==================== block 1
### Routed metal, one colour a layer, block 1

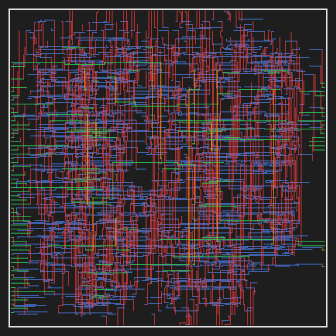

<file path="src/rtl/stack_seq_pkg.sv">
// Shared types for the stack sequencer: command ops, FSM states,
// vector selects, status bit positions and small decode helpers.
package stack_seq_pkg;

    typedef enum logic [2:0] {
        OP_PHA = 3'd0,
        OP_PHP = 3'd1,
        OP_PLA = 3'd2,
        OP_PLP = 3'd3,
        OP_JSR = 3'd4,
        OP_RTS = 3'd5,
        OP_INT = 3'd6,
        OP_RTI = 3'd7
    } op_e;

    typedef enum logic [2:0] {
        S_IDLE  = 3'd0,
        S_REQ   = 3'd1,
        S_WAIT  = 3'd2,
        S_VREQ  = 3'd3,
        S_VWAIT = 3'd4,
        S_DONE  = 3'd5
    } state_e;

    localparam logic [1:0] VEC_NMI = 2'd0;
    localparam logic [1:0] VEC_RST = 2'd1;
    localparam logic [1:0] VEC_IRQ = 2'd2;
    localparam logic [1:0] VEC_BRK = 2'd3;

    localparam int P_I = 2;
    localparam int P_B = 4;
    localparam int P_U = 5;

    // Index of the last stack byte for an op (byte count - 1).
    function automatic logic [1:0] op_last(input op_e op);
        logic [1:0] r;
        r = 2'd0;
        unique case (op)
            OP_JSR, OP_RTS: r = 2'd1;
            OP_INT, OP_RTI: r = 2'd2;
            default:        r = 2'd0;
        endcase
        return r;
    endfunction

    function automatic logic op_is_push(input op_e op);
        return (op == OP_PHA) || (op == OP_PHP) ||
               (op == OP_JSR) || (op == OP_INT);
    endfunction

    // A status byte pulled off the stack always reads U=1, B=0.
    function automatic logic [7:0] fix_pop_p(input logic [7:0] b);
        logic [7:0] r;
        r      = b;
        r[P_U] = 1'b1;
        r[P_B] = 1'b0;
        return r;
    endfunction

endpackage

</file>
<file path="src/rtl/stack_sequencer.sv">
// Stack sequencer: expands one stack-class op into byte push/pop strobes,
// fetches the interrupt vector, and returns PC/P/A with load pulses.
// Ports: cmd_* handshake in, stack_* strobes/data to the memory
// controller, vec_* vector read port, *_out/*_load/done results, busy.
module stack_sequencer
    import stack_seq_pkg::*;
#(
    parameter logic [15:0] NMI_VEC = 16'hFFFA,
    parameter logic [15:0] RST_VEC = 16'hFFFC,
    parameter logic [15:0] IRQ_VEC = 16'hFFFE
) (
    input  logic        clk,
    input  logic        rst_n,
    input  logic        cmd_valid,
    output logic        cmd_ready,
    input  logic [2:0]  cmd_op,
    input  logic [1:0]  cmd_vec,
    input  logic        cmd_brk,
    input  logic [15:0] pc_in,
    input  logic [7:0]  p_in,
    input  logic [7:0]  a_in,
    output logic        stack_push,
    output logic        stack_pop,
    output logic [7:0]  stack_data_out,
    input  logic [7:0]  stack_data_in,
    input  logic        mem_ready,
    output logic        vec_read,
    output logic [15:0] vec_addr,
    input  logic [7:0]  vec_data,
    output logic [15:0] pc_out,
    output logic [7:0]  p_out,
    output logic [7:0]  a_out,
    output logic        pc_load,
    output logic        p_load,
    output logic        a_load,
    output logic        done,
    output logic        busy
);

    state_e      state_q, state_d;
    logic [1:0]  idx_q, idx_d;
    op_e         op_q;
    logic [1:0]  vec_q;
    logic        brk_q;
    logic [15:0] pc_q;
    logic [7:0]  p_q;
    logic [7:0]  a_q;
    logic [7:0]  b0_q, b1_q;
    logic [15:0] pc_out_q, pc_out_d;
    logic [7:0]  p_out_q, p_out_d;
    logic [7:0]  a_out_q, a_out_d;

    logic        accept;
    logic        last;
    logic        is_push;
    logic [7:0]  push_byte;
    logic [15:0] vec_base;

    assign accept  = cmd_valid && (state_q == S_IDLE);
    assign last    = (idx_q == op_last(op_q));
    assign is_push = op_is_push(op_q);

    // Byte to push for the current op and byte index.
    always_comb begin
        push_byte = 8'h00;
        unique case (op_q)
            OP_PHA: push_byte = a_q;
            OP_PHP: push_byte = p_q | 8'h30;
            OP_JSR: push_byte = (idx_q == 2'd0) ? pc_q[15:8] : pc_q[7:0];
            OP_INT: begin
                unique case (idx_q)
                    2'd0:    push_byte = pc_q[15:8];
                    2'd1:    push_byte = pc_q[7:0];
                    default: push_byte = {p_q[7:6], 1'b1, brk_q, p_q[3:0]};
                endcase
            end
            default: push_byte = 8'h00;
        endcase
    end

    always_comb begin
        vec_base = IRQ_VEC;
        unique case (vec_q)
            VEC_NMI: vec_base = NMI_VEC;
            VEC_RST: vec_base = RST_VEC;
            default: vec_base = IRQ_VEC;
        endcase
    end

    // Next state and strobe/pulse outputs.
    always_comb begin
        state_d    = state_q;
        idx_d      = idx_q;
        cmd_ready  = 1'b0;
        stack_push = 1'b0;
        stack_pop  = 1'b0;
        vec_read   = 1'b0;
        done       = 1'b0;
        pc_load    = 1'b0;
        p_load     = 1'b0;
        a_load     = 1'b0;
        unique case (state_q)
            S_IDLE: begin
                cmd_ready = 1'b1;
                if (cmd_valid) begin
                    idx_d   = 2'd0;
                    state_d = S_REQ;
                end
            end
            S_REQ: begin
                stack_push = is_push;
                stack_pop  = !is_push;
                state_d    = S_WAIT;
            end
            S_WAIT: begin
                if (mem_ready) begin
                    if (!last) begin
                        idx_d   = idx_q + 2'd1;
                        state_d = S_REQ;
                    end else if (op_q == OP_INT) begin
                        idx_d   = 2'd0;
                        state_d = S_VREQ;
                    end else begin
                        state_d = S_DONE;
                    end
                end
            end
            S_VREQ: begin
                vec_read = 1'b1;
                state_d  = S_VWAIT;
            end
            S_VWAIT: begin
                if (mem_ready) begin
                    if (idx_q == 2'd0) begin
                        idx_d   = 2'd1;
                        state_d = S_VREQ;
                    end else begin
                        state_d = S_DONE;
                    end
                end
            end
            S_DONE: begin
                done    = 1'b1;
                pc_load = (op_q == OP_RTS) || (op_q == OP_RTI) ||
                          (op_q == OP_INT);
                p_load  = (op_q == OP_PLP) || (op_q == OP_RTI) ||
                          (op_q == OP_INT);
                a_load  = (op_q == OP_PLA);
                state_d = S_IDLE;
            end
            default: state_d = S_IDLE;
        endcase
    end

    // Results are settled on the transition into DONE so they are
    // stable while the load pulses are high.
    always_comb begin
        pc_out_d = pc_out_q;
        p_out_d  = p_out_q;
        a_out_d  = a_out_q;
        if (state_q == S_WAIT && mem_ready && last) begin
            unique case (op_q)
                OP_PLA: a_out_d  = stack_data_in;
                OP_PLP: p_out_d  = fix_pop_p(stack_data_in);
                OP_RTS: pc_out_d = {stack_data_in, b0_q} + 16'd1;
                OP_RTI: begin
                    p_out_d  = fix_pop_p(b0_q);
                    pc_out_d = {stack_data_in, b1_q};
                end
                default: ;
            endcase
        end
        if (state_q == S_VWAIT && mem_ready) begin
            if (idx_q == 2'd0) begin
                pc_out_d[7:0] = vec_data;
            end else begin
                pc_out_d[15:8] = vec_data;
                p_out_d        = p_q;
                p_out_d[P_I]   = 1'b1;
            end
        end
    end

    assign stack_data_out = stack_push ? push_byte : 8'h00;
    assign vec_addr       = vec_read ? (vec_base + {15'd0, idx_q[0]})
                                     : 16'h0000;
    assign busy           = (state_q != S_IDLE);
    assign pc_out         = pc_out_q;
    assign p_out          = p_out_q;
    assign a_out          = a_out_q;

    always_ff @(posedge clk) begin
        if (!rst_n) begin
            state_q  <= S_IDLE;
            idx_q    <= 2'd0;
            op_q     <= OP_PHA;
            vec_q    <= 2'd0;
            brk_q    <= 1'b0;
            pc_q     <= 16'h0000;
            p_q      <= 8'h00;
            a_q      <= 8'h00;
            b0_q     <= 8'h00;
            b1_q     <= 8'h00;
            pc_out_q <= 16'h0000;
            p_out_q  <= 8'h20;
            a_out_q  <= 8'h00;
        end else begin
            state_q  <= state_d;
            idx_q    <= idx_d;
            pc_out_q <= pc_out_d;
            p_out_q  <= p_out_d;
            a_out_q  <= a_out_d;
            if (accept) begin
                op_q  <= op_e'(cmd_op);
                vec_q <= cmd_vec;
                brk_q <= cmd_brk;
                pc_q  <= pc_in;
                p_q   <= p_in;
                a_q   <= a_in;
            end
            if (state_q == S_WAIT && mem_ready && !is_push) begin
                if (idx_q == 2'd0) b0_q <= stack_data_in;
                if (idx_q == 2'd1) b1_q <= stack_data_in;
            end
        end
    end

endmodule

</file>
<file path="config.mk">
export PLATFORM = sky130hd
export DESIGN_NAME = stack_sequencer
export DESIGN_NICKNAME = d
export VERILOG_FILES = /design/src/rtl/stack_seq_pkg.sv /design/src/rtl/stack_sequencer.sv
export SDC_FILE = /design/constraint.sdc
export NUM_CORES = 1
export LEC_CHECK = 0
export ABC_AREA = 1
export ABC_CLOCK_PERIOD_IN_PS = 2700
export CAP_MARGIN = 20
export CORE_MARGIN = 2
export CORE_UTILIZATION = 49
export CTS_CLUSTER_DIAMETER = 200
export DETAILED_ROUTE_END_ITERATION = 6
export PLACE_DENSITY = 0.8
export REMOVE_ABC_BUFFERS = 1
export SETUP_SLACK_MARGIN = 0.02
export SLEW_MARGIN = 10
export SYNTH_ARGS = -nofsm -noshare
export SYNTH_HDL_FRONTEND = slang
export SYNTH_SLANG_ARGS = --single-unit
</file>
<file path="constraint.sdc">
create_clock -name clk -period 2.7 [get_ports clk]
set_input_delay 0.675 -clock clk [delete_from_list [all_inputs] [get_ports clk]]
set_output_delay 0.675 -clock clk [all_outputs]
set_load 0.005 [all_outputs]
</file>
==================== block 2
--- config.mk ---
export PLATFORM = sky130hd
export DESIGN_NAME = axi_id_issue_ctrl
export DESIGN_NICKNAME = d
export VERILOG_FILES = /design/src/rtl/axi_id_issue_ctrl.sv
export SDC_FILE = /design/constraint.sdc
export NUM_CORES = 1
export LEC_CHECK = 0
export ABC_CLOCK_PERIOD_IN_PS = 5300
export CAP_MARGIN = 40
export CORE_AREA = 2 2 56 58
export CTS_CLUSTER_DIAMETER = 80
export DETAILED_ROUTE_END_ITERATION = 10
export DIE_AREA = 0 0 58 60
export HOLD_SLACK_MARGIN = 0.02
export PLACE_DENSITY = 0.79
export RECOVER_POWER = 50
export SLEW_MARGIN = 20
export SYNTH_ARGS = -nofsm -noshare
export SYNTH_HDL_FRONTEND = slang
export SYNTH_SLANG_ARGS = --single-unit
--- constraint.sdc ---
create_clock -name clk_i -period 5.3 [get_ports clk_i]
set_input_delay 0.53 -clock clk_i [delete_from_list [all_inputs] [get_ports clk_i]]
set_output_delay 0.53 -clock clk_i [all_outputs]
set_load 0.1 [all_outputs]
--- src/rtl/axi_id_issue_ctrl.sv ---
// axi_id_issue_ctrl: in-flight-aware issue gate for one AW/AR demux channel.
// Define AXI_ID_ISSUE_ATOP_EN to also block atomics whose ID is outstanding.
module axi_id_issue_ctrl #(
    parameter int unsigned AxiLookBits = 3,
    parameter int unsigned MaxTrans    = 8,
    parameter int unsigned CntWidth    = 4,
    parameter int unsigned SelWidth    = 2
) (
    input  logic                   clk_i,
    input  logic                   rst_i,
    input  logic                   slv_req_valid_i,
    output logic                   slv_req_ready_o,
    input  logic [AxiLookBits-1:0] slv_req_id_i,
    input  logic [SelWidth-1:0]    slv_req_sel_i,
    input  logic                   slv_req_atop_i,
    output logic                   mst_req_valid_o,
    input  logic                   mst_req_ready_i,
    output logic [SelWidth-1:0]    mst_req_sel_o,
    output logic [AxiLookBits-1:0] lookup_axi_id_o,
    output logic [AxiLookBits-1:0] lookup_for_atomic_id_o,
    input  logic                   lookup_sel_taken_i,
    input  logic                   lookup_for_atomic_id_taken_i,
    input  logic [SelWidth-1:0]    lookup_sel_i,
    input  logic [CntWidth-1:0]    in_flight_cnt_i,
    output logic                   push_en_o,
    output logic [AxiLookBits-1:0] push_axi_id_o,
    output logic [SelWidth-1:0]    push_sel_o,
    input  logic                   rsp_valid_i,
    input  logic                   rsp_ready_i,
    input  logic [AxiLookBits-1:0] rsp_id_i,
    output logic                   pop_en_o,
    output logic [AxiLookBits-1:0] pop_axi_id_o,
    output logic [15:0]            stall_cnt_o
);
    typedef enum logic {IDLE, ISSUE} state_t;
    localparam logic [CntWidth:0] MaxCnt = MaxTrans[CntWidth:0];
    state_t state;
    logic   allowed;
    logic   base_ok;
    assign base_ok = (!lookup_sel_taken_i || lookup_sel_i == slv_req_sel_i) &&
                     ({1'b0, in_flight_cnt_i} < MaxCnt);
`ifdef AXI_ID_ISSUE_ATOP_EN
    assign lookup_for_atomic_id_o = slv_req_id_i;
    assign allowed = base_ok &&
                     (!slv_req_atop_i || (!lookup_sel_taken_i && !lookup_for_atomic_id_taken_i));
`else
    logic unused_atop;
    assign unused_atop = slv_req_atop_i ^ lookup_for_atomic_id_taken_i;
    assign lookup_for_atomic_id_o = '0;
    assign allowed = base_ok;
`endif
    assign lookup_axi_id_o = slv_req_id_i;
    // a held request must leave before a new one can take its slot
    assign slv_req_ready_o = slv_req_valid_i && allowed && (state == IDLE || mst_req_ready_i);
    assign push_en_o       = slv_req_ready_o;
    assign push_axi_id_o   = slv_req_id_i;
    assign push_sel_o      = slv_req_sel_i;
    assign pop_en_o        = rsp_valid_i && rsp_ready_i;
    assign pop_axi_id_o    = rsp_id_i;
    always_ff @(posedge clk_i) begin
        if (rst_i) begin
            state           <= IDLE;
            mst_req_valid_o <= 1'b0;
            mst_req_sel_o   <= '0;
            stall_cnt_o     <= '0;
        end else begin
            if (push_en_o) begin
                state           <= ISSUE;
                mst_req_valid_o <= 1'b1;
                mst_req_sel_o   <= slv_req_sel_i;
            end else if (state == ISSUE && mst_req_ready_i) begin
                state           <= IDLE;
                mst_req_valid_o <= 1'b0;
            end
            if (slv_req_valid_i && !slv_req_ready_o && stall_cnt_o != 16'hFFFF)
                stall_cnt_o <= stall_cnt_o + 16'd1;
        end
    end
endmodule

==================== block 3
$ cat config.mk
export PLATFORM = sky130hd
export DESIGN_NAME = updown_counter_param
export DESIGN_NICKNAME = d
export VERILOG_FILES = /design/src/rtl/updown_counter_param.sv
export SDC_FILE = /design/constraint.sdc
export NUM_CORES = 1
export LEC_CHECK = 0
export CORE_ASPECT_RATIO = 0.7
export CORE_MARGIN = 2
export CORE_UTILIZATION = 52
export DETAILED_ROUTE_END_ITERATION = 8
export PLACE_DENSITY = 0.82
export SYNTH_ARGS = -nofsm -noshare
export SYNTH_HDL_FRONTEND = slang
export SYNTH_SLANG_ARGS = --single-unit
$ cat constraint.sdc
create_clock -name clk -period 3.98 [get_ports clk]
set_input_delay 1.194 -clock clk [delete_from_list [all_inputs] [get_ports clk]]
set_output_delay 1.194 -clock clk [all_outputs]
set_load 0.01 [all_outputs]
$ cat src/rtl/updown_counter_param.sv
// Parametrised up/down counter with runtime step, programmable limit (modulus),
// wrap/saturate selection, terminal-count pulse and sticky overflow flag.
//
// Ports:
//   clk     - system clock, rising-edge active
//   clr     - asynchronous active-high reset (count = RESET_VAL, tc = 0, ovf = 0)
//   en      - count enable; steps the counter when high and ld is low
//   ld      - synchronous load of d_in (clamped to limit); overrides en
//   mode    - direction: 0 = increment, 1 = decrement
//   d_in    - load value
//   step    - amount added/subtracted per enabled cycle (clamped to limit)
//   limit   - maximum legal count; legal range is 0..limit
//   sat     - 1 = saturate at the boundary, 0 = wrap modulo (limit+1)
//   ovf_clr - synchronous clear of the sticky ovf flag (a set event wins)
//   count   - registered count
//   tc      - registered terminal-count pulse
//   ovf     - registered sticky overflow/underflow flag
module updown_counter_param #(
    parameter int unsigned WIDTH     = 8,
    parameter int unsigned RESET_VAL = 0
) (
    input  logic             clk,
    input  logic             clr,
    input  logic             en,
    input  logic             ld,
    input  logic             mode,
    input  logic [WIDTH-1:0] d_in,
    input  logic [WIDTH-1:0] step,
    input  logic [WIDTH-1:0] limit,
    input  logic             sat,
    input  logic             ovf_clr,
    output logic [WIDTH-1:0] count,
    output logic             tc,
    output logic             ovf
);

    localparam logic [WIDTH-1:0] ResetCount = WIDTH'(RESET_VAL);

    logic [WIDTH-1:0] count_q, count_d;
    logic             tc_q, tc_d;
    logic             ovf_q, ovf_d;

    logic [WIDTH-1:0] es;
    logic [WIDTH:0]   modulus;
    logic [WIDTH:0]   sum_up;
    logic [WIDTH:0]   wrap_up;
    logic [WIDTH:0]   wrap_dn;
    logic             ovf_set;
    logic             unused_msb;

    // Step larger than the range is clamped so wrap arithmetic stays within one modulus.
    assign es = (step > limit) ? limit : step;

    // Widened by one bit so limit = all-ones gives modulus 2^WIDTH.
    assign modulus = {1'b0, limit} + {{WIDTH{1'b0}}, 1'b1};
    assign sum_up  = {1'b0, count_q} + {1'b0, es};
    assign wrap_up = sum_up - modulus;
    assign wrap_dn = {1'b0, count_q} + modulus - {1'b0, es};

    // Top bits are only needed before truncation.
    assign unused_msb = ^{wrap_up[WIDTH], wrap_dn[WIDTH]};

    always_comb begin
        count_d = count_q;
        tc_d    = 1'b0;
        ovf_set = 1'b0;

        if (ld) begin
            if (d_in > limit) begin
                count_d = limit;
                ovf_set = 1'b1;
            end else begin
                count_d = d_in;
            end
        end else if (en) begin
            if (count_q > limit) begin
                // Limit was lowered under the count: pull back into range.
                count_d = limit;
                ovf_set = 1'b1;
            end else if (es == '0) begin
                count_d = count_q;
            end else if (!mode) begin
                if (sum_up <= {1'b0, limit}) begin
                    count_d = sum_up[WIDTH-1:0];
                    tc_d    = (sum_up[WIDTH-1:0] == limit);
                end else begin
                    count_d = sat ? limit : wrap_up[WIDTH-1:0];
                    tc_d    = 1'b1;
                    ovf_set = 1'b1;
                end
            end else begin
                if (es <= count_q) begin
                    count_d = count_q - es;
                    tc_d    = (count_q == es);
                end else begin
                    count_d = sat ? '0 : wrap_dn[WIDTH-1:0];
                    tc_d    = 1'b1;
                    ovf_set = 1'b1;
                end
            end
        end

        // Set beats clear when both happen in one cycle.
        ovf_d = ovf_set | (ovf_q & ~ovf_clr);
    end

    always_ff @(posedge clk or posedge clr) begin
        if (clr) begin
            count_q <= ResetCount;
            tc_q    <= 1'b0;
            ovf_q   <= 1'b0;
        end else begin
            count_q <= count_d;
            tc_q    <= tc_d;
            ovf_q   <= ovf_d;
        end
    end

    assign count = count_q;
    assign tc    = tc_q;
    assign ovf   = ovf_q;

endmodule

==================== block 4
--- config.mk ---
export PLATFORM = sky130hd
export DESIGN_NAME = access_ctrl
export DESIGN_NICKNAME = d
export VERILOG_FILES = /design/src/rtl/access_ctrl.sv
export SDC_FILE = /design/constraint.sdc
export NUM_CORES = 1
export LEC_CHECK = 0
export CORE_AREA = 2 2 76 78
export CTS_CLUSTER_SIZE = 10
export DETAILED_ROUTE_END_ITERATION = 12
export DIE_AREA = 0 0 78 80
export MAX_ROUTING_LAYER = met4
export PLACE_DENSITY = 0.49
export SETUP_SLACK_MARGIN = 0.4
export SYNTH_ARGS = -nofsm -noshare
export SYNTH_HDL_FRONTEND = slang
export SYNTH_SLANG_ARGS = --single-unit
--- constraint.sdc ---
create_clock -name clk -period 4.5 [get_ports clk]
set_input_delay 1.35 -clock clk [delete_from_list [all_inputs] [get_ports clk]]
set_output_delay 1.35 -clock clk [all_outputs]
set_load 0.005 [all_outputs]
--- src/rtl/access_ctrl.sv ---
// access_ctrl: keypad access controller (code check, door/alarm timers, lockout).
// Ports: clk, reset (sync, high), key_valid, key[3:0], daytime -> door, alarm, locked, prog.
// Optional code reprogramming from OPEN via key A when ACCESS_CTRL_PROG_EN is defined.
module access_ctrl #(
    parameter int                    CODE_LEN     = 5,
    parameter logic [CODE_LEN*4-1:0] DEFAULT_CODE = 20'h28B04,
    parameter int                    MAX_TRIES    = 3,
    parameter int                    TIMEOUT_CYC  = 1000,
    parameter int                    DOOR_CYC     = 500,
    parameter int                    ALARM_CYC    = 200,
    parameter int                    LOCK_CYC     = 5000
) (
    input  logic       clk,
    input  logic       reset,
    input  logic       key_valid,
    input  logic [3:0] key,
    input  logic       daytime,
    output logic       door,
    output logic       alarm,
    output logic       locked,
    output logic       prog
);

    localparam int M1   = (TIMEOUT_CYC > DOOR_CYC) ? TIMEOUT_CYC : DOOR_CYC;
    localparam int M2   = (ALARM_CYC > LOCK_CYC) ? ALARM_CYC : LOCK_CYC;
    localparam int MAXC = (M1 > M2) ? M1 : M2;
    localparam int TW   = $clog2(MAXC) + 1;
    localparam int IW   = $clog2(CODE_LEN) + 1;
    localparam int FW   = $clog2(MAX_TRIES) + 1;
    localparam int CW   = CODE_LEN * 4;

    typedef enum logic [2:0] {
        IDLE,
        ENTRY,
        OPEN,
        WRONG,
        LOCKOUT
`ifdef ACCESS_CTRL_PROG_EN
        , PROG
`endif
    } state_t;

    state_t        state, state_n;
    logic [TW-1:0] timer, timer_n;
    logic [IW-1:0] idx, idx_n;
    logic          mis, mis_n, mis_any;
    logic [FW-1:0] fail, fail_n, fail_inc;
    logic [CW-1:0] code;
    logic [3:0]    nib;
    logic          is_digit, is_c, is_p, bad;

`ifdef ACCESS_CTRL_PROG_EN
    logic [CW-1:0] code_n, shadow, shadow_n;
`else
    assign code = DEFAULT_CODE;
`endif

    assign is_digit = key_valid && (key <= 4'd11);
    assign is_c     = key_valid && (key == 4'd12);
    assign is_p     = key_valid && (key == 4'd13);
    assign fail_inc = fail + 1'b1;

    // Nibble 0 is the most significant one.
    always_comb begin
        nib = '0;
        for (int i = 0; i < CODE_LEN; i++)
            if (idx == IW'(i))
                nib = code[(CODE_LEN-1-i)*4 +: 4];
    end

    always_ff @(posedge clk) begin
        if (reset) begin
            state <= IDLE;
            timer <= '0;
            idx   <= '0;
            mis   <= 1'b0;
            fail  <= '0;
`ifdef ACCESS_CTRL_PROG_EN
            code   <= DEFAULT_CODE;
            shadow <= '0;
`endif
        end else begin
            state <= state_n;
            timer <= timer_n;
            idx   <= idx_n;
            mis   <= mis_n;
            fail  <= fail_n;
`ifdef ACCESS_CTRL_PROG_EN
            code   <= code_n;
            shadow <= shadow_n;
`endif
        end
    end

    always_comb begin
        state_n = state;
        timer_n = timer + 1'b1;
        idx_n   = idx;
        mis_n   = mis;
        fail_n  = fail;
        mis_any = mis;
        bad     = 1'b0;
`ifdef ACCESS_CTRL_PROG_EN
        code_n   = code;
        shadow_n = shadow;
`endif
        unique case (state)
            IDLE, ENTRY: begin
                if (state == IDLE)
                    timer_n = '0;
                if (is_digit) begin
                    timer_n = '0;
                    mis_any = mis | (key != nib);
                    if (idx == IW'(CODE_LEN-1)) begin
                        idx_n = '0;
                        mis_n = 1'b0;
                        if (mis_any) begin
                            bad = 1'b1;
                        end else begin
                            state_n = OPEN;
                            fail_n  = '0;
                        end
                    end else begin
                        idx_n   = idx + 1'b1;
                        mis_n   = mis_any;
                        state_n = ENTRY;
                    end
                end else if (is_c) begin
                    state_n = IDLE;
                    idx_n   = '0;
                    mis_n   = 1'b0;
                end else if (is_p) begin
                    idx_n = '0;
                    mis_n = 1'b0;
                    if (daytime) state_n = OPEN;
                    else         bad     = 1'b1;
                end else if (state == ENTRY &&
                             timer == TW'(TIMEOUT_CYC-1)) begin
                    bad = 1'b1;
                end
            end
            OPEN: begin
                if (timer == TW'(DOOR_CYC-1))
                    state_n = IDLE;
`ifdef ACCESS_CTRL_PROG_EN
                else if (key_valid && key == 4'd10) begin
                    state_n = PROG;
                    idx_n   = '0;
                end
`endif
            end
            WRONG: begin
                if (timer == TW'(ALARM_CYC-1))
                    state_n = IDLE;
            end
            LOCKOUT: begin
                if (timer == TW'(LOCK_CYC-1)) begin
                    state_n = IDLE;
                    fail_n  = '0;
                end
            end
`ifdef ACCESS_CTRL_PROG_EN
            PROG: begin
                if (is_digit) begin
                    timer_n  = '0;
                    shadow_n = (shadow << 4) | CW'(key);
                    if (idx == IW'(CODE_LEN-1)) begin
                        code_n  = shadow_n;
                        state_n = IDLE;
                        idx_n   = '0;
                    end else begin
                        idx_n = idx + 1'b1;
                    end
                end else if (is_c || is_p ||
                             timer == TW'(TIMEOUT_CYC-1)) begin
                    state_n = IDLE;
                    idx_n   = '0;
                end
            end
`endif
            default: state_n = IDLE;
        endcase

        // Failed entry: bump the counter, lock out on the last allowed try.
        if (bad) begin
            fail_n  = fail_inc;
            state_n = (fail_inc == FW'(MAX_TRIES)) ? LOCKOUT : WRONG;
            idx_n   = '0;
            mis_n   = 1'b0;
        end
        if (state_n != state)
            timer_n = '0;
    end

    assign door   = (state == OPEN);
    assign alarm  = (state == WRONG) || (state == LOCKOUT);
    assign locked = (state == LOCKOUT);
`ifdef ACCESS_CTRL_PROG_EN
    assign prog = (state == PROG);
`else
    assign prog = 1'b0;
`endif

endmodule

### Signal wires on met3, block 1

Bar = 20 um. Cells faint in the background.
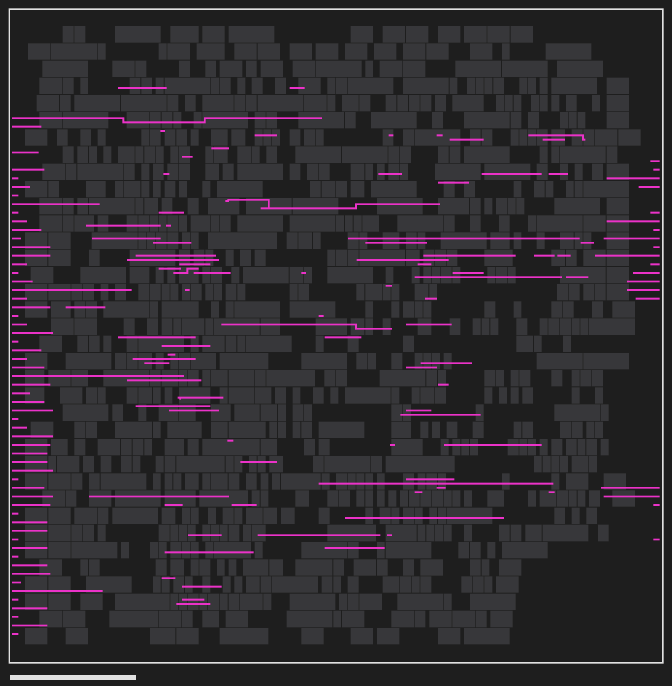
129 nets have wire on it. The longest straight run is 36.8 um. The layer carries 1000 um of wire.

## Picture notes: 'Routed metal, one colour a layer' of block 1
Key: red = M2 [wire length 7410 um]; green = M3 [wire length 1000 um]; blue = M1 [wire length 6230 um]; orange = M4 [wire length 378 um]

==> run notes, block 1 <==
Status of the implementation.

- The run finished with clean final reports.
- Summed over all nets, wire length on met3 after detailed routing comes to 1.00 mm.
- The global-route usage over all layers is 0.290, for reference.
- The power consumed by sequential cells is 1.58 mW, for reference.
- Of the post-synthesis cell area, the dominant cell type holds 0.378.
- The via-per-instance ratio is 5.42, for reference.
- The combinational gate area is 2500 um2, for reference.
- By count the netlist is led by sky130_fd_sc_hd__nand2_1, sky130_fd_sc_hd__a21oi_1, sky130_fd_sc_hd__dfxtp_1, sky130_fd_sc_hd__o21ai_0, sky130_fd_sc_hd__inv_1.
- The clock buffer count from CTS is 9, for reference.
- The library cells used most frequently in the layout, excluding fill and tap cells, are sky130_fd_sc_hd__nand2_1, sky130_fd_sc_hd__clkdlybuf4s50_1, sky130_fd_sc_hd__a21oi_1, sky130_fd_sc_hd__o21ai_0, sky130_fd_sc_hd__dfxtp_1.
- The routed layout has 5227 vias.
- According to the report, the first pass of detailed routing completed in 5 iterations.
- The count of cells along the worst register-to-register path is 9, for reference.
- For this run the aggregate overflow at the end of global routing stands at 0.
- The combinational gate count is 508, for reference.
- TritonCTS built the clock tree.
- The tightest hold path in the finished design has a slack of 464 ps.
- The clock net sink count is 91, for reference.
- The met2 track utilization from global routing is 0.507, for reference.
- In the per-layer breakdown of the detailed-route log, met1 shows 6.23 mm.
- In this run, the synthesized area fraction spent on AND-OR/OR-AND gates is recorded as 0.234.
- The layout net count is 889, for reference.
- Looking at the clock tree report, the root buffer type is sky130_fd_sc_hd__clkbuf_8.
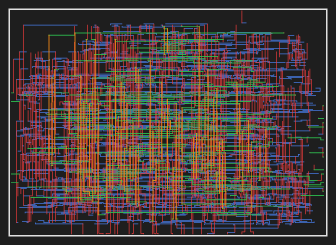
*Routed metal, one colour a layer, block 3*
Key: orange = M4 [wire length 1380 um]; blue = M1 [wire length 5610 um]; red = M2 [wire length 6530 um]; green = M3 [wire length 2140 um]

==> run notes, block 3 <==
Status of the implementation.

- The run finished, with violations left.
- The final reports fail on setup timing.
- The placement stage leaves a total instance area of 4780 um2.
- The register with the most flip-flops in the layout has 8 of them.
- Setup violations remaining at the end of the flow were counted as 10.
- The number of OpenROAD warnings is 39, for reference.
- The combinational gate count is 356, for reference.
- The final core area utilization is 0.830, for reference.
- The CTS tree is yes, for reference.
- The largest fanout on the critical path is 8, for reference.
- There are 10 flip-flops and latches.
- Switching power as a fraction of the total was reported as 0.508.
- Measured on the final layout, buffering overhead outside the clock network stands at 0.263.
- The post-route worst setup slack is -1720 ps, for reference.
- Setup repair after global routing could not meet its margin everywhere.
- The filler cells instantiated in the layout total 349.
- The count of TritonRoute iterations in the first routing pass is 5, for reference.
- The deepest clock path buffer count is 2, for reference.
- The number of global-route vias before repair is 4459, for reference.
- At floorplan, the net count of the design was reported as 529.
- Adding up every negative setup slack in the final design gives -16450 ps.
- The die height is 71.6 um, for reference.
- Buffers added to address setup during post-CTS repair amount to 16.
- During I/O placement, the number of pins put on the boundary was 41.
- The cell sequence reported for the critical path is clkbuf_2, inv_2, ha_4, and4_4, o2bb2ai_4, a31oi_4, buf_12, mux2_4, ha_4, a21oi_4, o211ai_1, o41ai_2, xnor2_1, ha_1, nand3_2, or3b_4, o22ai_4, nand2_4, buf_4, o211ai_1, o211ai_1, a31oi_1.
- During tapcell insertion the tool placed 78 well taps.
- The global-route usage over all layers is 0.428, for reference.
- The share of Yosys cell area claimed by the top area cell type is 0.243, for reference.
- Port buffering added 40 buffers.
- The depth of the worst hold-timing path is 2, for reference.
- Counting both buffers and inverters, the worst setup path holds a total of 4.
- After detailed placement, the design holds a cell count of 634.
- The count of cells in the finished layout, fillers not included, comes to 663.
- The capture point of the critical path is count[5], for reference.
- In the per-layer summary, the met1 wirelength comes to 5.61 mm.
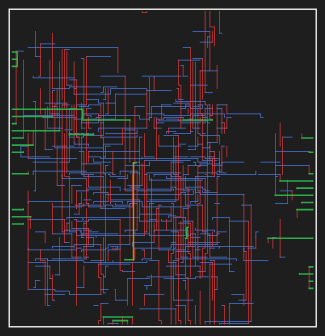
*Routed metal, one colour a layer, block 2*
Key: orange = M4 [wire length 18.4 um]; red = M2 [wire length 1490 um]; blue = M1 [wire length 1210 um]; green = M3 [wire length 126 um]

==> run notes, block 2 <==
Status of the implementation.

- The total I/O pin count is 59, for reference.
- The run finished with clean final reports.
- Routed signal wires occupy layers up through met4.
- The registers reported with the highest flop counts are stall_cnt_o: 16 flops, mst_req_sel_o: 2 flops, state: 1 flops.
- The source of the critical timing path is slv_req_sel_i[0], for reference.
- The number of I/O port buffers is 35, for reference.
- The library cells used most frequently in the layout, excluding fill and tap cells, are sky130_fd_sc_hd__clkdlybuf4s50_1, sky130_fd_sc_hd__dfxtp_1, sky130_fd_sc_hd__clkbuf_1, sky130_fd_sc_hd__buf_8, sky130_fd_sc_hd__a21oi_1.
- The startpoint type of the worst setup path is an input pin, for reference.
- Including well taps, the total number of placed cells is 206.
- The fmax is 279 MHz, for reference.
- The signal on the critical path passes through dlygate4sd3_1, xnor2_1, a21boi_0, nand4bb_1, inv_1, clkdlybuf4s50_1, buf_8.
- After the flow finishes, the layout carries non-filler instances totaling 211.
- The number of enable flip-flop cells is 0, for reference.
- The repair_antennas step left the layout with diodes totalling 0.
- The power share of the combinational group is 0.283, for reference.
- For this run, the total global-route usage over all layers was measured as 0.176.
- The report lists the number of standard-cell rows as 20.
- A synthesized cell averages 8.72 um2.
- In this run, post-CTS hold repair placed 0 buffers.
- The number of instances in the synthesized netlist is 131, for reference.
- The static power due to leakage is 0.582 nW, for reference.
- Post-CTS repair ended up resizing 0 cells.
- According to the floorplan report, the die height is 60 um.
- Cell internal power was estimated by the tool at 203 uW.
- The total cell area at the placement stage is 1770 um2, for reference.
- Post-synthesis, Yosys gives the total cell area as 1140 um2.
- The netlist uses 38 different library cells.
- The sequential element share of the synthesized area is 0.333, for reference.
- The largest delay contributor family on the critical path is buffers and inverters, for reference.
- Of the total synthesized cell area, the portion taken by XOR and XNOR cells is 0.0153.
- The clock tree buffer count of the final layout is 4, for reference.
- The summed instance area of the synthesized netlist is 1140 um2, for reference.
- The number of global-route vias before repair is 1058, for reference.
- The smallest clock period supported by the final layout is computed as 3590 ps.
- Ranked by flip-flop count, first place goes to stall_cnt_o.
- For this run, the share of the core covered by cells in the final layout is 0.573.
- The STA report counts the stages on the worst setup path as 7.
- The clock buffer count from CTS is 3, for reference.
- Wire segments on met3 add up to 126 um in the final route.
- Nets still carrying antenna violations after routing amount to 0.
- The biggest area contributor in the post-synthesis netlist is sky130_fd_sc_hd__dfxtp_1.
- Setup repair after global routing left no endpoint under its margin.
- Across all layers, the routed design uses 1116 vias.
### Track usage over the die, block 4

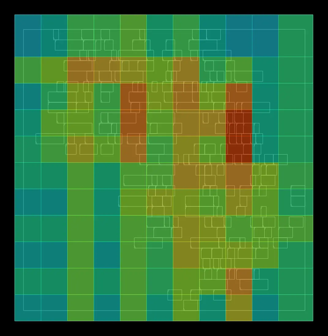
Total Routing Usage GR: 0.116
met1 Resource Use GR: 0.155
Core Util, Final: 0.331

==> run notes, block 4 <==
Status of the implementation.

- The run finished with clean final reports.
- Traced cell by cell, the critical path runs through clkdlybuf4s50_1, nor4b_1, a21o_1, a32oi_1, nor3_1, o21ai_0, o221ai_2, buf_4, nor3_1.
- The global route total overflow is 0, for reference.
- The setup slack at placement is 701 ps, for reference.
- The worst setup path is launched from an input pin.
- The number of signal-net buffers in the layout is 13, for reference.
- The most numerous cell type found on the critical path is sky130_fd_sc_hd__nor3_1.
- Post-CTS repair ended up resizing 0 cells.
- The number of unique standard cell types used by synthesis is 46, for reference.
- At the end of routability-driven placement, the weighted congestion stood at 0.759.
- The warning count from the yosys run is 0, for reference.
- Ranked by instance count, the synthesized netlist is headed by sky130_fd_sc_hd__dfxtp_1, sky130_fd_sc_hd__nor3_1, sky130_fd_sc_hd__nor2_1, sky130_fd_sc_hd__nand2_1, sky130_fd_sc_hd__xor2_1.
- The fill cell total of the finished layout is 596, for reference.
- The footprint of the flip-flops and latches is 500 um2, for reference.
- In the layout the tool counted multi-input logic cells amounting to 154.
- Of the post-synthesis cell area, the part taken by muxes is 0.
- The share of total power dissipated in the clock network is 0.326.
- Measured on the final layout, buffering overhead outside the clock network stands at 0.0686.
- Of the total standard cell area in the layout, the sequential portion is 0.280.
- The vias after detailed routing is 1349, for reference.
- The number of clock buffers added by TritonCTS is 3.
- In the log, the iteration count for the first detailed-route pass is 4.
- Per the run summary, max-cap violations total 0.
- The net switching component of the power is 110 uW, for reference.
- Per the OpenROAD floorplan log, the area of the core is 5410 um2.
- The critical register-to-register path startpoint is idx[0], for reference.
- The number of hold buffers added after cts is 0, for reference.
- Detailed-route iteration 0 reported a violation count of 63.
- The routed wirelength normalized by instance count is 12.5 um, for reference.
- The via-per-instance ratio is 4.96, for reference.
- The max-slew violation count is 0, for reference.
- Total power for the finished layout comes to 422 uW.
- The tally of nets with antenna violations remaining after routing is 0, for reference.
- The dominant kind of cell by area is logic gates, for reference.
- The power consumed by sequential cells is 231 uW, for reference.
- Detailed placement reports a standard cell area of 1740 um2.
- The critical path endpoint has a required time of 4630 ps.
- The share of Yosys cell area claimed by the top area cell type is 0.319, for reference.
- TritonRoute reported its final design rule violation total as 0.
- Counting buffers and inverters, the worst setup path is 9 cells deep.
- The routed design could run at a clock period as short as 3500 ps.
- The register with the most flip-flops in the layout has 14 of them.
- The count of cells along the worst register-to-register path is 10, for reference.
- The number of tap instances is 72, for reference.
- The final hold slack is 457 ps, for reference.
- In this run the clock root is driven by a sky130_fd_sc_hd__clkbuf_8.
- The number of I/O port buffers is 10, for reference.
- The fraction of synthesized cell area in xor and xnor cells is 0.0781, for reference.
- The number of global-route vias before repair came to 1281.
- The combinational gate area is 1010 um2, for reference.
- Per the post-run analysis, buffers plus inverters along the critical path come to 2.
- By area, the combinational part of the netlist is dominated by simple AND/OR/NAND/NOR gates.

## Gallery

Routed clock nets over the placement.
Bar = 20 um.
image #1
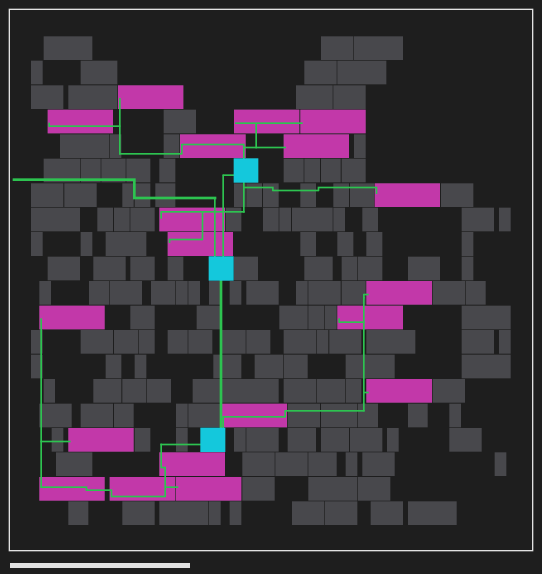
image #2
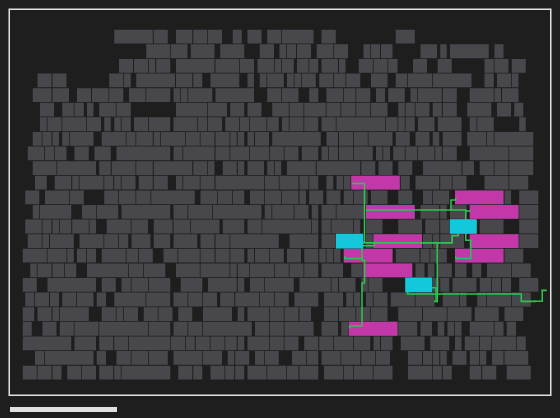
image #3
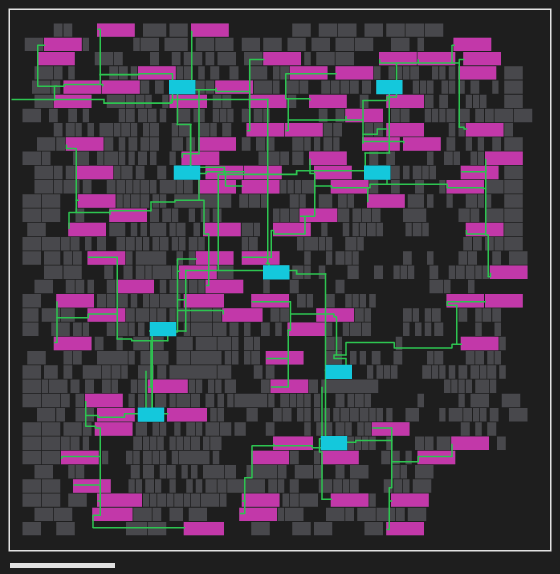
image #4
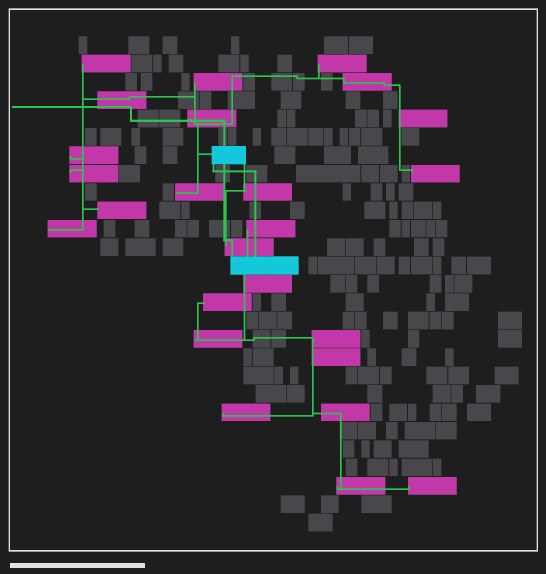
image #3: block 1
image #4: block 4
image #1: block 2
image #2: block 3
Of these, largest die: image #3
Of these, smallest die: image #1

Key to image #4:
Key: green = clock wires [length 331 um]; cyan = clock-net drivers [count 3]; magenta = flip-flops [count 25]
There are 4 routed clock nets.


==================== block 5
### Routed metal, one colour a layer, block 5

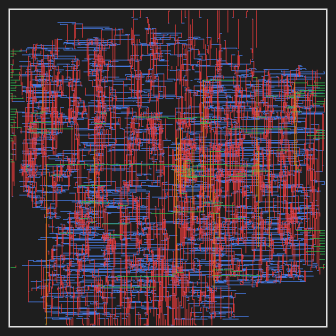
### Routed clock nets over the placement, block 5

Bar = 50 um.
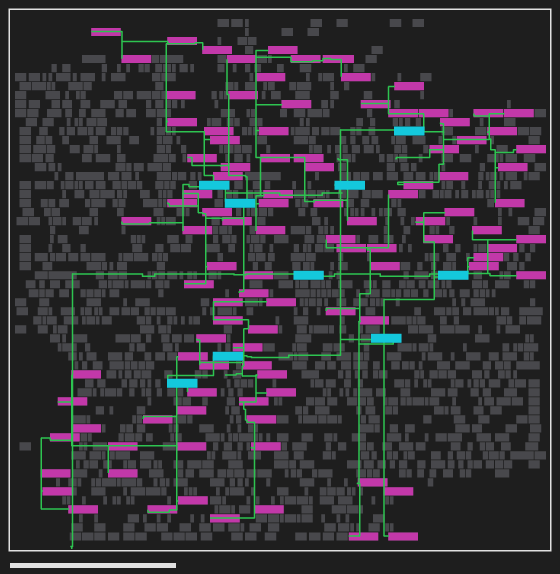
### Signal wires on met3, block 5

Bar = 50 um. Cells faint in the background.
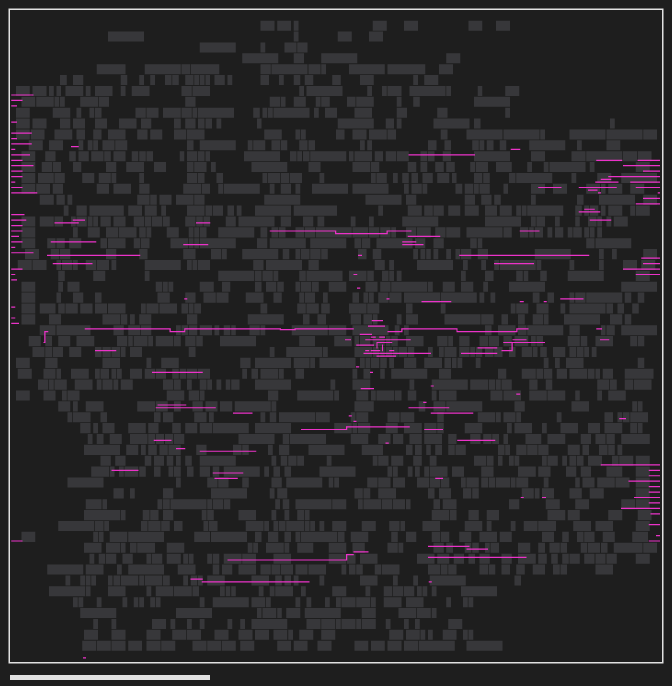
==> src/rtl/ddc_agc_pkg.sv <==
// Shared types and constants for the ddc_agc gain control loop.
// Gains are 17-bit linear values where GAIN_UNITY is 1.0.
package ddc_agc_pkg;

  typedef enum logic [1:0] {
    IDLE,
    MEASURE,
    UPDATE,
    NORMALIZE
  } state_t;

  localparam int DATA_W     = 15;
  localparam int GAIN_W     = 17;
  localparam int MAG_W      = 16;

  localparam int GAIN_UNITY = 65536;
  localparam int GAIN_MAX   = 131071;

  localparam logic [DATA_W-1:0] SAT_POS = 15'h3FFF;
  localparam logic [DATA_W-1:0] SAT_NEG = 15'h4000;

  // A two's complement input of -16384 has magnitude 16384, so the result needs MAG_W bits.
  function automatic logic [MAG_W-1:0] abs_mag(input logic [DATA_W-1:0] x);
    logic [MAG_W-1:0] ext;
    ext = {x[DATA_W-1], x};
    return x[DATA_W-1] ? ((~ext) + MAG_W'(1)) : ext;
  endfunction

endpackage

==> src/rtl/ddc_agc_ctrl_if.sv <==
// Sample stream from ddc_agc together with the gain/shift feedback path back into it.
// The master side is ddc_agc itself and the slave side is the controller.
interface ddc_agc_ctrl_if;
  import ddc_agc_pkg::*;

  logic                  ddc_agc_data_vld;
  logic [DATA_W-1:0]     ddc_agc_data_i;
  logic [DATA_W-1:0]     ddc_agc_data_q;
  logic [GAIN_W-1:0]     ddc_agc_value;
  logic [1:0]            ddc_agc_6db_sel;

  modport master (
    output ddc_agc_data_vld,
    output ddc_agc_data_i,
    output ddc_agc_data_q,
    input  ddc_agc_value,
    input  ddc_agc_6db_sel
  );

  modport slave (
    input  ddc_agc_data_vld,
    input  ddc_agc_data_i,
    input  ddc_agc_data_q,
    output ddc_agc_value,
    output ddc_agc_6db_sel
  );

endinterface

==> src/rtl/ddc_agc_ctrl_mag_acc.sv <==
// Windowed |I|+|Q| accumulator with a saturated-sample counter.
// window_done fires combinationally while the final sample of the window is being taken.
module agc_mag_acc
  import ddc_agc_pkg::*;
#(
  parameter int WIN_LOG2 = 10,
  parameter int SAT_LIM  = 8
) (
  input  logic              clk,
  input  logic              rst,
  input  logic              clear,
  input  logic              acc_en,
  input  logic              vld,
  input  logic [DATA_W-1:0] data_i,
  input  logic [DATA_W-1:0] data_q,
  output logic              window_done,
  output logic [MAG_W-1:0]  mean,
  output logic              sat_hit
);

  localparam int ACC_W  = MAG_W + WIN_LOG2;
  localparam int SATC_W = WIN_LOG2 + 1;

  logic [ACC_W-1:0]    acc;
  logic [WIN_LOG2-1:0] win_cnt;
  logic [SATC_W-1:0]   sat_cnt;
  logic [MAG_W-1:0]    mag;
  logic                sample_sat;
  logic                take;

  assign mag        = abs_mag(data_i) + abs_mag(data_q);
  assign sample_sat = (data_i == SAT_POS) || (data_i == SAT_NEG) ||
                      (data_q == SAT_POS) || (data_q == SAT_NEG);
  assign take        = acc_en && vld;
  assign window_done = take && (win_cnt == '1);

  always_ff @(posedge clk or posedge rst) begin
    if (rst) begin
      acc     <= '0;
      win_cnt <= '0;
      sat_cnt <= '0;
    end else if (clear) begin
      acc     <= '0;
      win_cnt <= '0;
      sat_cnt <= '0;
    end else if (take) begin
      acc     <= acc + ACC_W'(mag);
      win_cnt <= win_cnt + WIN_LOG2'(1);
      if (sample_sat) begin
        sat_cnt <= sat_cnt + SATC_W'(1);
      end
    end
  end

  // The window length is a power of two, so the mean is just the upper bits of the sum.
  assign mean    = acc[ACC_W-1 -: MAG_W];
  assign sat_hit = 32'(sat_cnt) >= SAT_LIM;

endmodule

==> src/rtl/ddc_agc_ctrl.sv <==
// Closed-loop AGC: measures the mean I/Q magnitude per window and steers the
// linear gain plus the 6 dB shift select fed back to ddc_agc.
module ddc_agc_ctrl
  import ddc_agc_pkg::*;
#(
  parameter int WIN_LOG2  = 10,
  parameter int ATTACK_SH = 3,
  parameter int DECAY_SH  = 5,
  parameter int SAT_LIM   = 8,
  parameter int GAIN_MIN  = 256,
  parameter int RST_VALUE = 65536
) (
  input  logic              ddc_agc_clk,
  input  logic              ddc_agc_rst,
  ddc_agc_ctrl_if.slave     agc_bus,
  input  logic              agc_en,
  input  logic              agc_freeze,
  input  logic [MAG_W-1:0]  agc_target_hi,
  input  logic [MAG_W-1:0]  agc_target_lo,
  input  logic [GAIN_W-1:0] agc_manual_value,
  input  logic [1:0]        agc_manual_sel,
  output logic              agc_update,
  output logic [MAG_W-1:0]  agc_mean,
  output logic              agc_sat_flag
);

  localparam int                CAND_W    = GAIN_W + 1;
  localparam logic [CAND_W-1:0] CAND_MAX  = CAND_W'(GAIN_MAX);
  localparam logic [CAND_W-1:0] CAND_UNIT = CAND_W'(GAIN_UNITY);
  localparam logic [CAND_W-1:0] CAND_MIN  = CAND_W'(GAIN_MIN);

  state_t            state, next_state;
  logic              window_done;
  logic [MAG_W-1:0]  win_mean;
  logic              sat_hit;
  logic              acc_clear;
  logic              acc_en;

  logic [GAIN_W-1:0] gain_q;
  logic [1:0]        sel_q;
  logic [CAND_W-1:0] cand_q;
  logic [CAND_W-1:0] cand_next;
  logic [CAND_W-1:0] norm_work;
  logic [GAIN_W-1:0] norm_val;
  logic [1:0]        norm_sel;
  logic [CAND_W-1:0] g_ext;

  assign acc_en    = (state == MEASURE) && agc_en;
  assign acc_clear = (state == IDLE) || (state == NORMALIZE) || !agc_en;

  agc_mag_acc #(
    .WIN_LOG2 (WIN_LOG2),
    .SAT_LIM  (SAT_LIM)
  ) u_mag_acc (
    .clk         (ddc_agc_clk),
    .rst         (ddc_agc_rst),
    .clear       (acc_clear),
    .acc_en      (acc_en),
    .vld         (agc_bus.ddc_agc_data_vld),
    .data_i      (agc_bus.ddc_agc_data_i),
    .data_q      (agc_bus.ddc_agc_data_q),
    .window_done (window_done),
    .mean        (win_mean),
    .sat_hit     (sat_hit)
  );

  always_ff @(posedge ddc_agc_clk or posedge ddc_agc_rst) begin
    if (ddc_agc_rst) begin
      state <= IDLE;
    end else begin
      state <= next_state;
    end
  end

  always_comb begin
    next_state = state;
    case (state)
      IDLE:      if (agc_en) next_state = MEASURE;
      MEASURE:   if (window_done) next_state = UPDATE;
      UPDATE:    next_state = NORMALIZE;
      NORMALIZE: next_state = MEASURE;
      default:   next_state = IDLE;
    endcase
    if (!agc_en) begin
      next_state = IDLE;
    end
  end

  // Saturation outranks the band check; hi outranks lo so an inverted band still attacks.
  always_comb begin
    g_ext = {1'b0, gain_q};
    if (sat_hit) begin
      cand_next = g_ext - (g_ext >> 1);
    end else if (win_mean > agc_target_hi) begin
      cand_next = g_ext - (g_ext >> ATTACK_SH);
    end else if (win_mean < agc_target_lo) begin
      cand_next = g_ext + (g_ext >> DECAY_SH);
    end else begin
      cand_next = g_ext;
    end
  end

  always_comb begin
    norm_work = cand_q;
    norm_sel  = sel_q;
    if (norm_work > CAND_MAX) begin
      if (sel_q != 2'd3) begin
        norm_sel  = sel_q + 2'd1;
        norm_work = norm_work >> 1;
      end else begin
        norm_work = CAND_MAX;
      end
    end else if ((norm_work < CAND_UNIT) && (sel_q != 2'd0)) begin
      norm_sel  = sel_q - 2'd1;
      norm_work = norm_work << 1;
    end
    if (norm_work < CAND_MIN) begin
      norm_work = CAND_MIN;
    end
    norm_val = norm_work[GAIN_W-1:0];
  end

  // Dropping agc_en hands the outputs straight back to the manual values on the next edge.
  always_ff @(posedge ddc_agc_clk or posedge ddc_agc_rst) begin
    if (ddc_agc_rst) begin
      gain_q       <= GAIN_W'(RST_VALUE);
      sel_q        <= 2'd0;
      agc_update   <= 1'b0;
      agc_mean     <= '0;
      agc_sat_flag <= 1'b0;
      cand_q       <= '0;
    end else begin
      agc_update <= 1'b0;
      if (!agc_en || (state == IDLE)) begin
        gain_q <= agc_manual_value;
        sel_q  <= agc_manual_sel;
      end else begin
        case (state)
          UPDATE: begin
            agc_mean     <= win_mean;
            agc_sat_flag <= sat_hit;
            cand_q       <= cand_next;
          end
          NORMALIZE: begin
            if (!agc_freeze) begin
              gain_q     <= norm_val;
              sel_q      <= norm_sel;
              agc_update <= 1'b1;
            end
          end
          default: ;
        endcase
      end
    end
  end

  assign agc_bus.ddc_agc_value   = gain_q;
  assign agc_bus.ddc_agc_6db_sel = sel_q;

endmodule

==> src/flat_wrapper.sv <==
// flat-port wrapper written by rule: the top's interface ports become plain ports
module ddc_agc_ctrl_flat import ddc_agc_pkg::*;
#(
  parameter int WIN_LOG2  = 10,
  parameter int ATTACK_SH = 3,
  parameter int DECAY_SH  = 5,
  parameter int SAT_LIM   = 8,
  parameter int GAIN_MIN  = 256,
  parameter int RST_VALUE = 65536
)
  (ddc_agc_clk, ddc_agc_rst, agc_en, agc_freeze, agc_target_hi, agc_target_lo, agc_manual_value, agc_manual_sel, agc_update, agc_mean, agc_sat_flag, agc_bus_ddc_agc_data_vld, agc_bus_ddc_agc_data_i, agc_bus_ddc_agc_data_q, agc_bus_ddc_agc_value, agc_bus_ddc_agc_6db_sel);
  ddc_agc_ctrl_if agc_bus_i ();
  input  logic ddc_agc_clk;
  input  logic ddc_agc_rst;
  input  logic agc_en;
  input  logic agc_freeze;
  input  logic [MAG_W-1:0] agc_target_hi;
  input  logic [MAG_W-1:0] agc_target_lo;
  input  logic [GAIN_W-1:0] agc_manual_value;
  input  logic [1:0] agc_manual_sel;
  output logic agc_update;
  output logic [MAG_W-1:0] agc_mean;
  output logic agc_sat_flag;
  input wire logic [$bits(agc_bus_i.ddc_agc_data_vld)-1:0] agc_bus_ddc_agc_data_vld;
  input wire logic [$bits(agc_bus_i.ddc_agc_data_i)-1:0] agc_bus_ddc_agc_data_i;
  input wire logic [$bits(agc_bus_i.ddc_agc_data_q)-1:0] agc_bus_ddc_agc_data_q;
  output wire logic [$bits(agc_bus_i.ddc_agc_value)-1:0] agc_bus_ddc_agc_value;
  output wire logic [$bits(agc_bus_i.ddc_agc_6db_sel)-1:0] agc_bus_ddc_agc_6db_sel;
  assign agc_bus_i.ddc_agc_data_vld = agc_bus_ddc_agc_data_vld;
  assign agc_bus_i.ddc_agc_data_i = agc_bus_ddc_agc_data_i;
  assign agc_bus_i.ddc_agc_data_q = agc_bus_ddc_agc_data_q;
  assign agc_bus_ddc_agc_value = agc_bus_i.ddc_agc_value;
  assign agc_bus_ddc_agc_6db_sel = agc_bus_i.ddc_agc_6db_sel;
  ddc_agc_ctrl #(.WIN_LOG2(WIN_LOG2), .ATTACK_SH(ATTACK_SH), .DECAY_SH(DECAY_SH), .SAT_LIM(SAT_LIM), .GAIN_MIN(GAIN_MIN), .RST_VALUE(RST_VALUE)) u_core (.ddc_agc_clk(ddc_agc_clk), .ddc_agc_rst(ddc_agc_rst), .agc_bus(agc_bus_i), .agc_en(agc_en), .agc_freeze(agc_freeze), .agc_target_hi(agc_target_hi), .agc_target_lo(agc_target_lo), .agc_manual_value(agc_manual_value), .agc_manual_sel(agc_manual_sel), .agc_update(agc_update), .agc_mean(agc_mean), .agc_sat_flag(agc_sat_flag));
endmodule
==> config.mk <==
export PLATFORM = sky130hd
export DESIGN_NAME = ddc_agc_ctrl_flat
export DESIGN_NICKNAME = d
export VERILOG_FILES = /design/src/rtl/ddc_agc_pkg.sv /design/src/rtl/ddc_agc_ctrl_if.sv /design/src/rtl/ddc_agc_ctrl_mag_acc.sv /design/src/rtl/ddc_agc_ctrl.sv /design/src/flat_wrapper.sv
export SDC_FILE = /design/constraint.sdc
export NUM_CORES = 1
export LEC_CHECK = 0
export ABC_AREA = 0
export CORE_UTILIZATION = 40
export CTS_BUF_LIST = sky130_fd_sc_hd__clkbuf_16
export DETAILED_ROUTE_END_ITERATION = 10
export MAX_ROUTING_LAYER = met4
export SLEW_MARGIN = 20
export SYNTH_ARGS = -nofsm -noshare
export SYNTH_HDL_FRONTEND = slang
export SYNTH_HIERARCHICAL = 1
export SYNTH_SLANG_ARGS = --single-unit
==> constraint.sdc <==
create_clock -name ddc_agc_clk -period 5.6 [get_ports ddc_agc_clk]
set_clock_uncertainty 0.05 [all_clocks]
set_input_delay 0.56 -clock ddc_agc_clk [delete_from_list [all_inputs] [get_ports ddc_agc_clk]]
set_output_delay 0.56 -clock ddc_agc_clk [all_outputs]
set_load 0.02 [all_outputs]
==> run notes <==
Status of the implementation.

- The most instantiated library cell after synthesis is sky130_fd_sc_hd__nand2_1, for reference.
- The final routed DRC violation total is 0, for reference.
- The startpoint type of the worst setup path is an input pin, for reference.
- The static power due to leakage is 5.43 nW, for reference.
- The clock tree buffer count of the final layout is 9, for reference.
- The floorplan report gives the top-level pin count as 123.
- The combinational gate area is 7150 um2, for reference.
- The number of OpenROAD warnings is 41, for reference.
- The commonest cells after synthesis are sky130_fd_sc_hd__nand2_1, sky130_fd_sc_hd__ha_1, sky130_fd_sc_hd__dfrtp_1, sky130_fd_sc_hd__nor2_1, sky130_fd_sc_hd__a21oi_1.
- The warning count from the yosys run is 6, for reference.
- After synthesis the cells add up to 10400 um2.
- The insertion delay at the late pin of the worst-skew pair is 360 ps, for reference.
- The initial utilization of the core area, before any placement, comes to 0.410.
- The flow ran to the end, and the final reports show no timing, DRC or antenna violations.
- Entering global routing, the biggest net connects 58 pins.
- The sum of negative setup slack is 0 ps, for reference.
- The worst endpoint required time is 5830 ps, for reference.
- The power in the clock group is 654 uW, for reference.
- Once detailed placement completed, the half-perimeter wirelength came to 22.8 mm.
- The post-route worst setup slack is 445 ps, for reference.
- Counting instances, the worst hold path has a depth of 2.
- The busiest layer in global routing is met2, for reference.
- In the finished design the tool counted flip-flops and latches totalling 104.
- The fmax is 194 MHz, for reference.
About 'Routed metal, one colour a layer' of block 5:
Key: red = M2 [wire length 15200 um]; orange = M4 [wire length 731 um]; green = M3 [wire length 915 um]; blue = M1 [wire length 12900 um]

About 'Routed clock nets over the placement' of block 5:
Key: magenta = flip-flops [count 104]; cyan = clock-net drivers [count 9]; green = clock wires [length 1700 um]
There are 10 routed clock nets. Position of the flops: spread over the die.

About 'Signal wires on met3' of block 5:
125 nets have wire on it. The layer holds 3.1% of the routed length. The wires run mostly horizontal. The longest straight run is 32.2 um.



==> layout pictures side by side <==
Track usage over the die.
Plate I
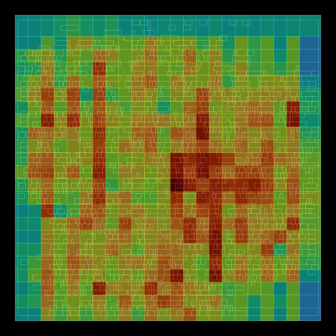
Plate II
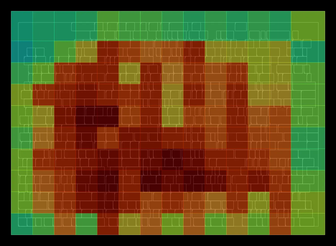
Plate III
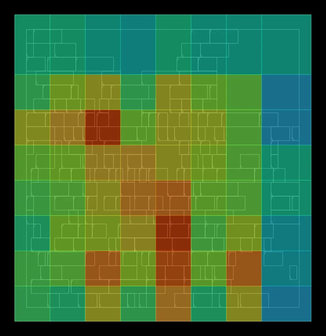
Plate IV
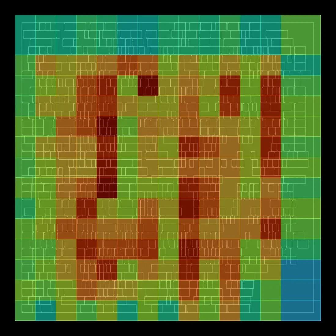
- Plate IV = block 1
- Plate II = block 3
- Plate I = block 5
- Plate III = block 2

Power is estimated from default activity; no workload was simulated.
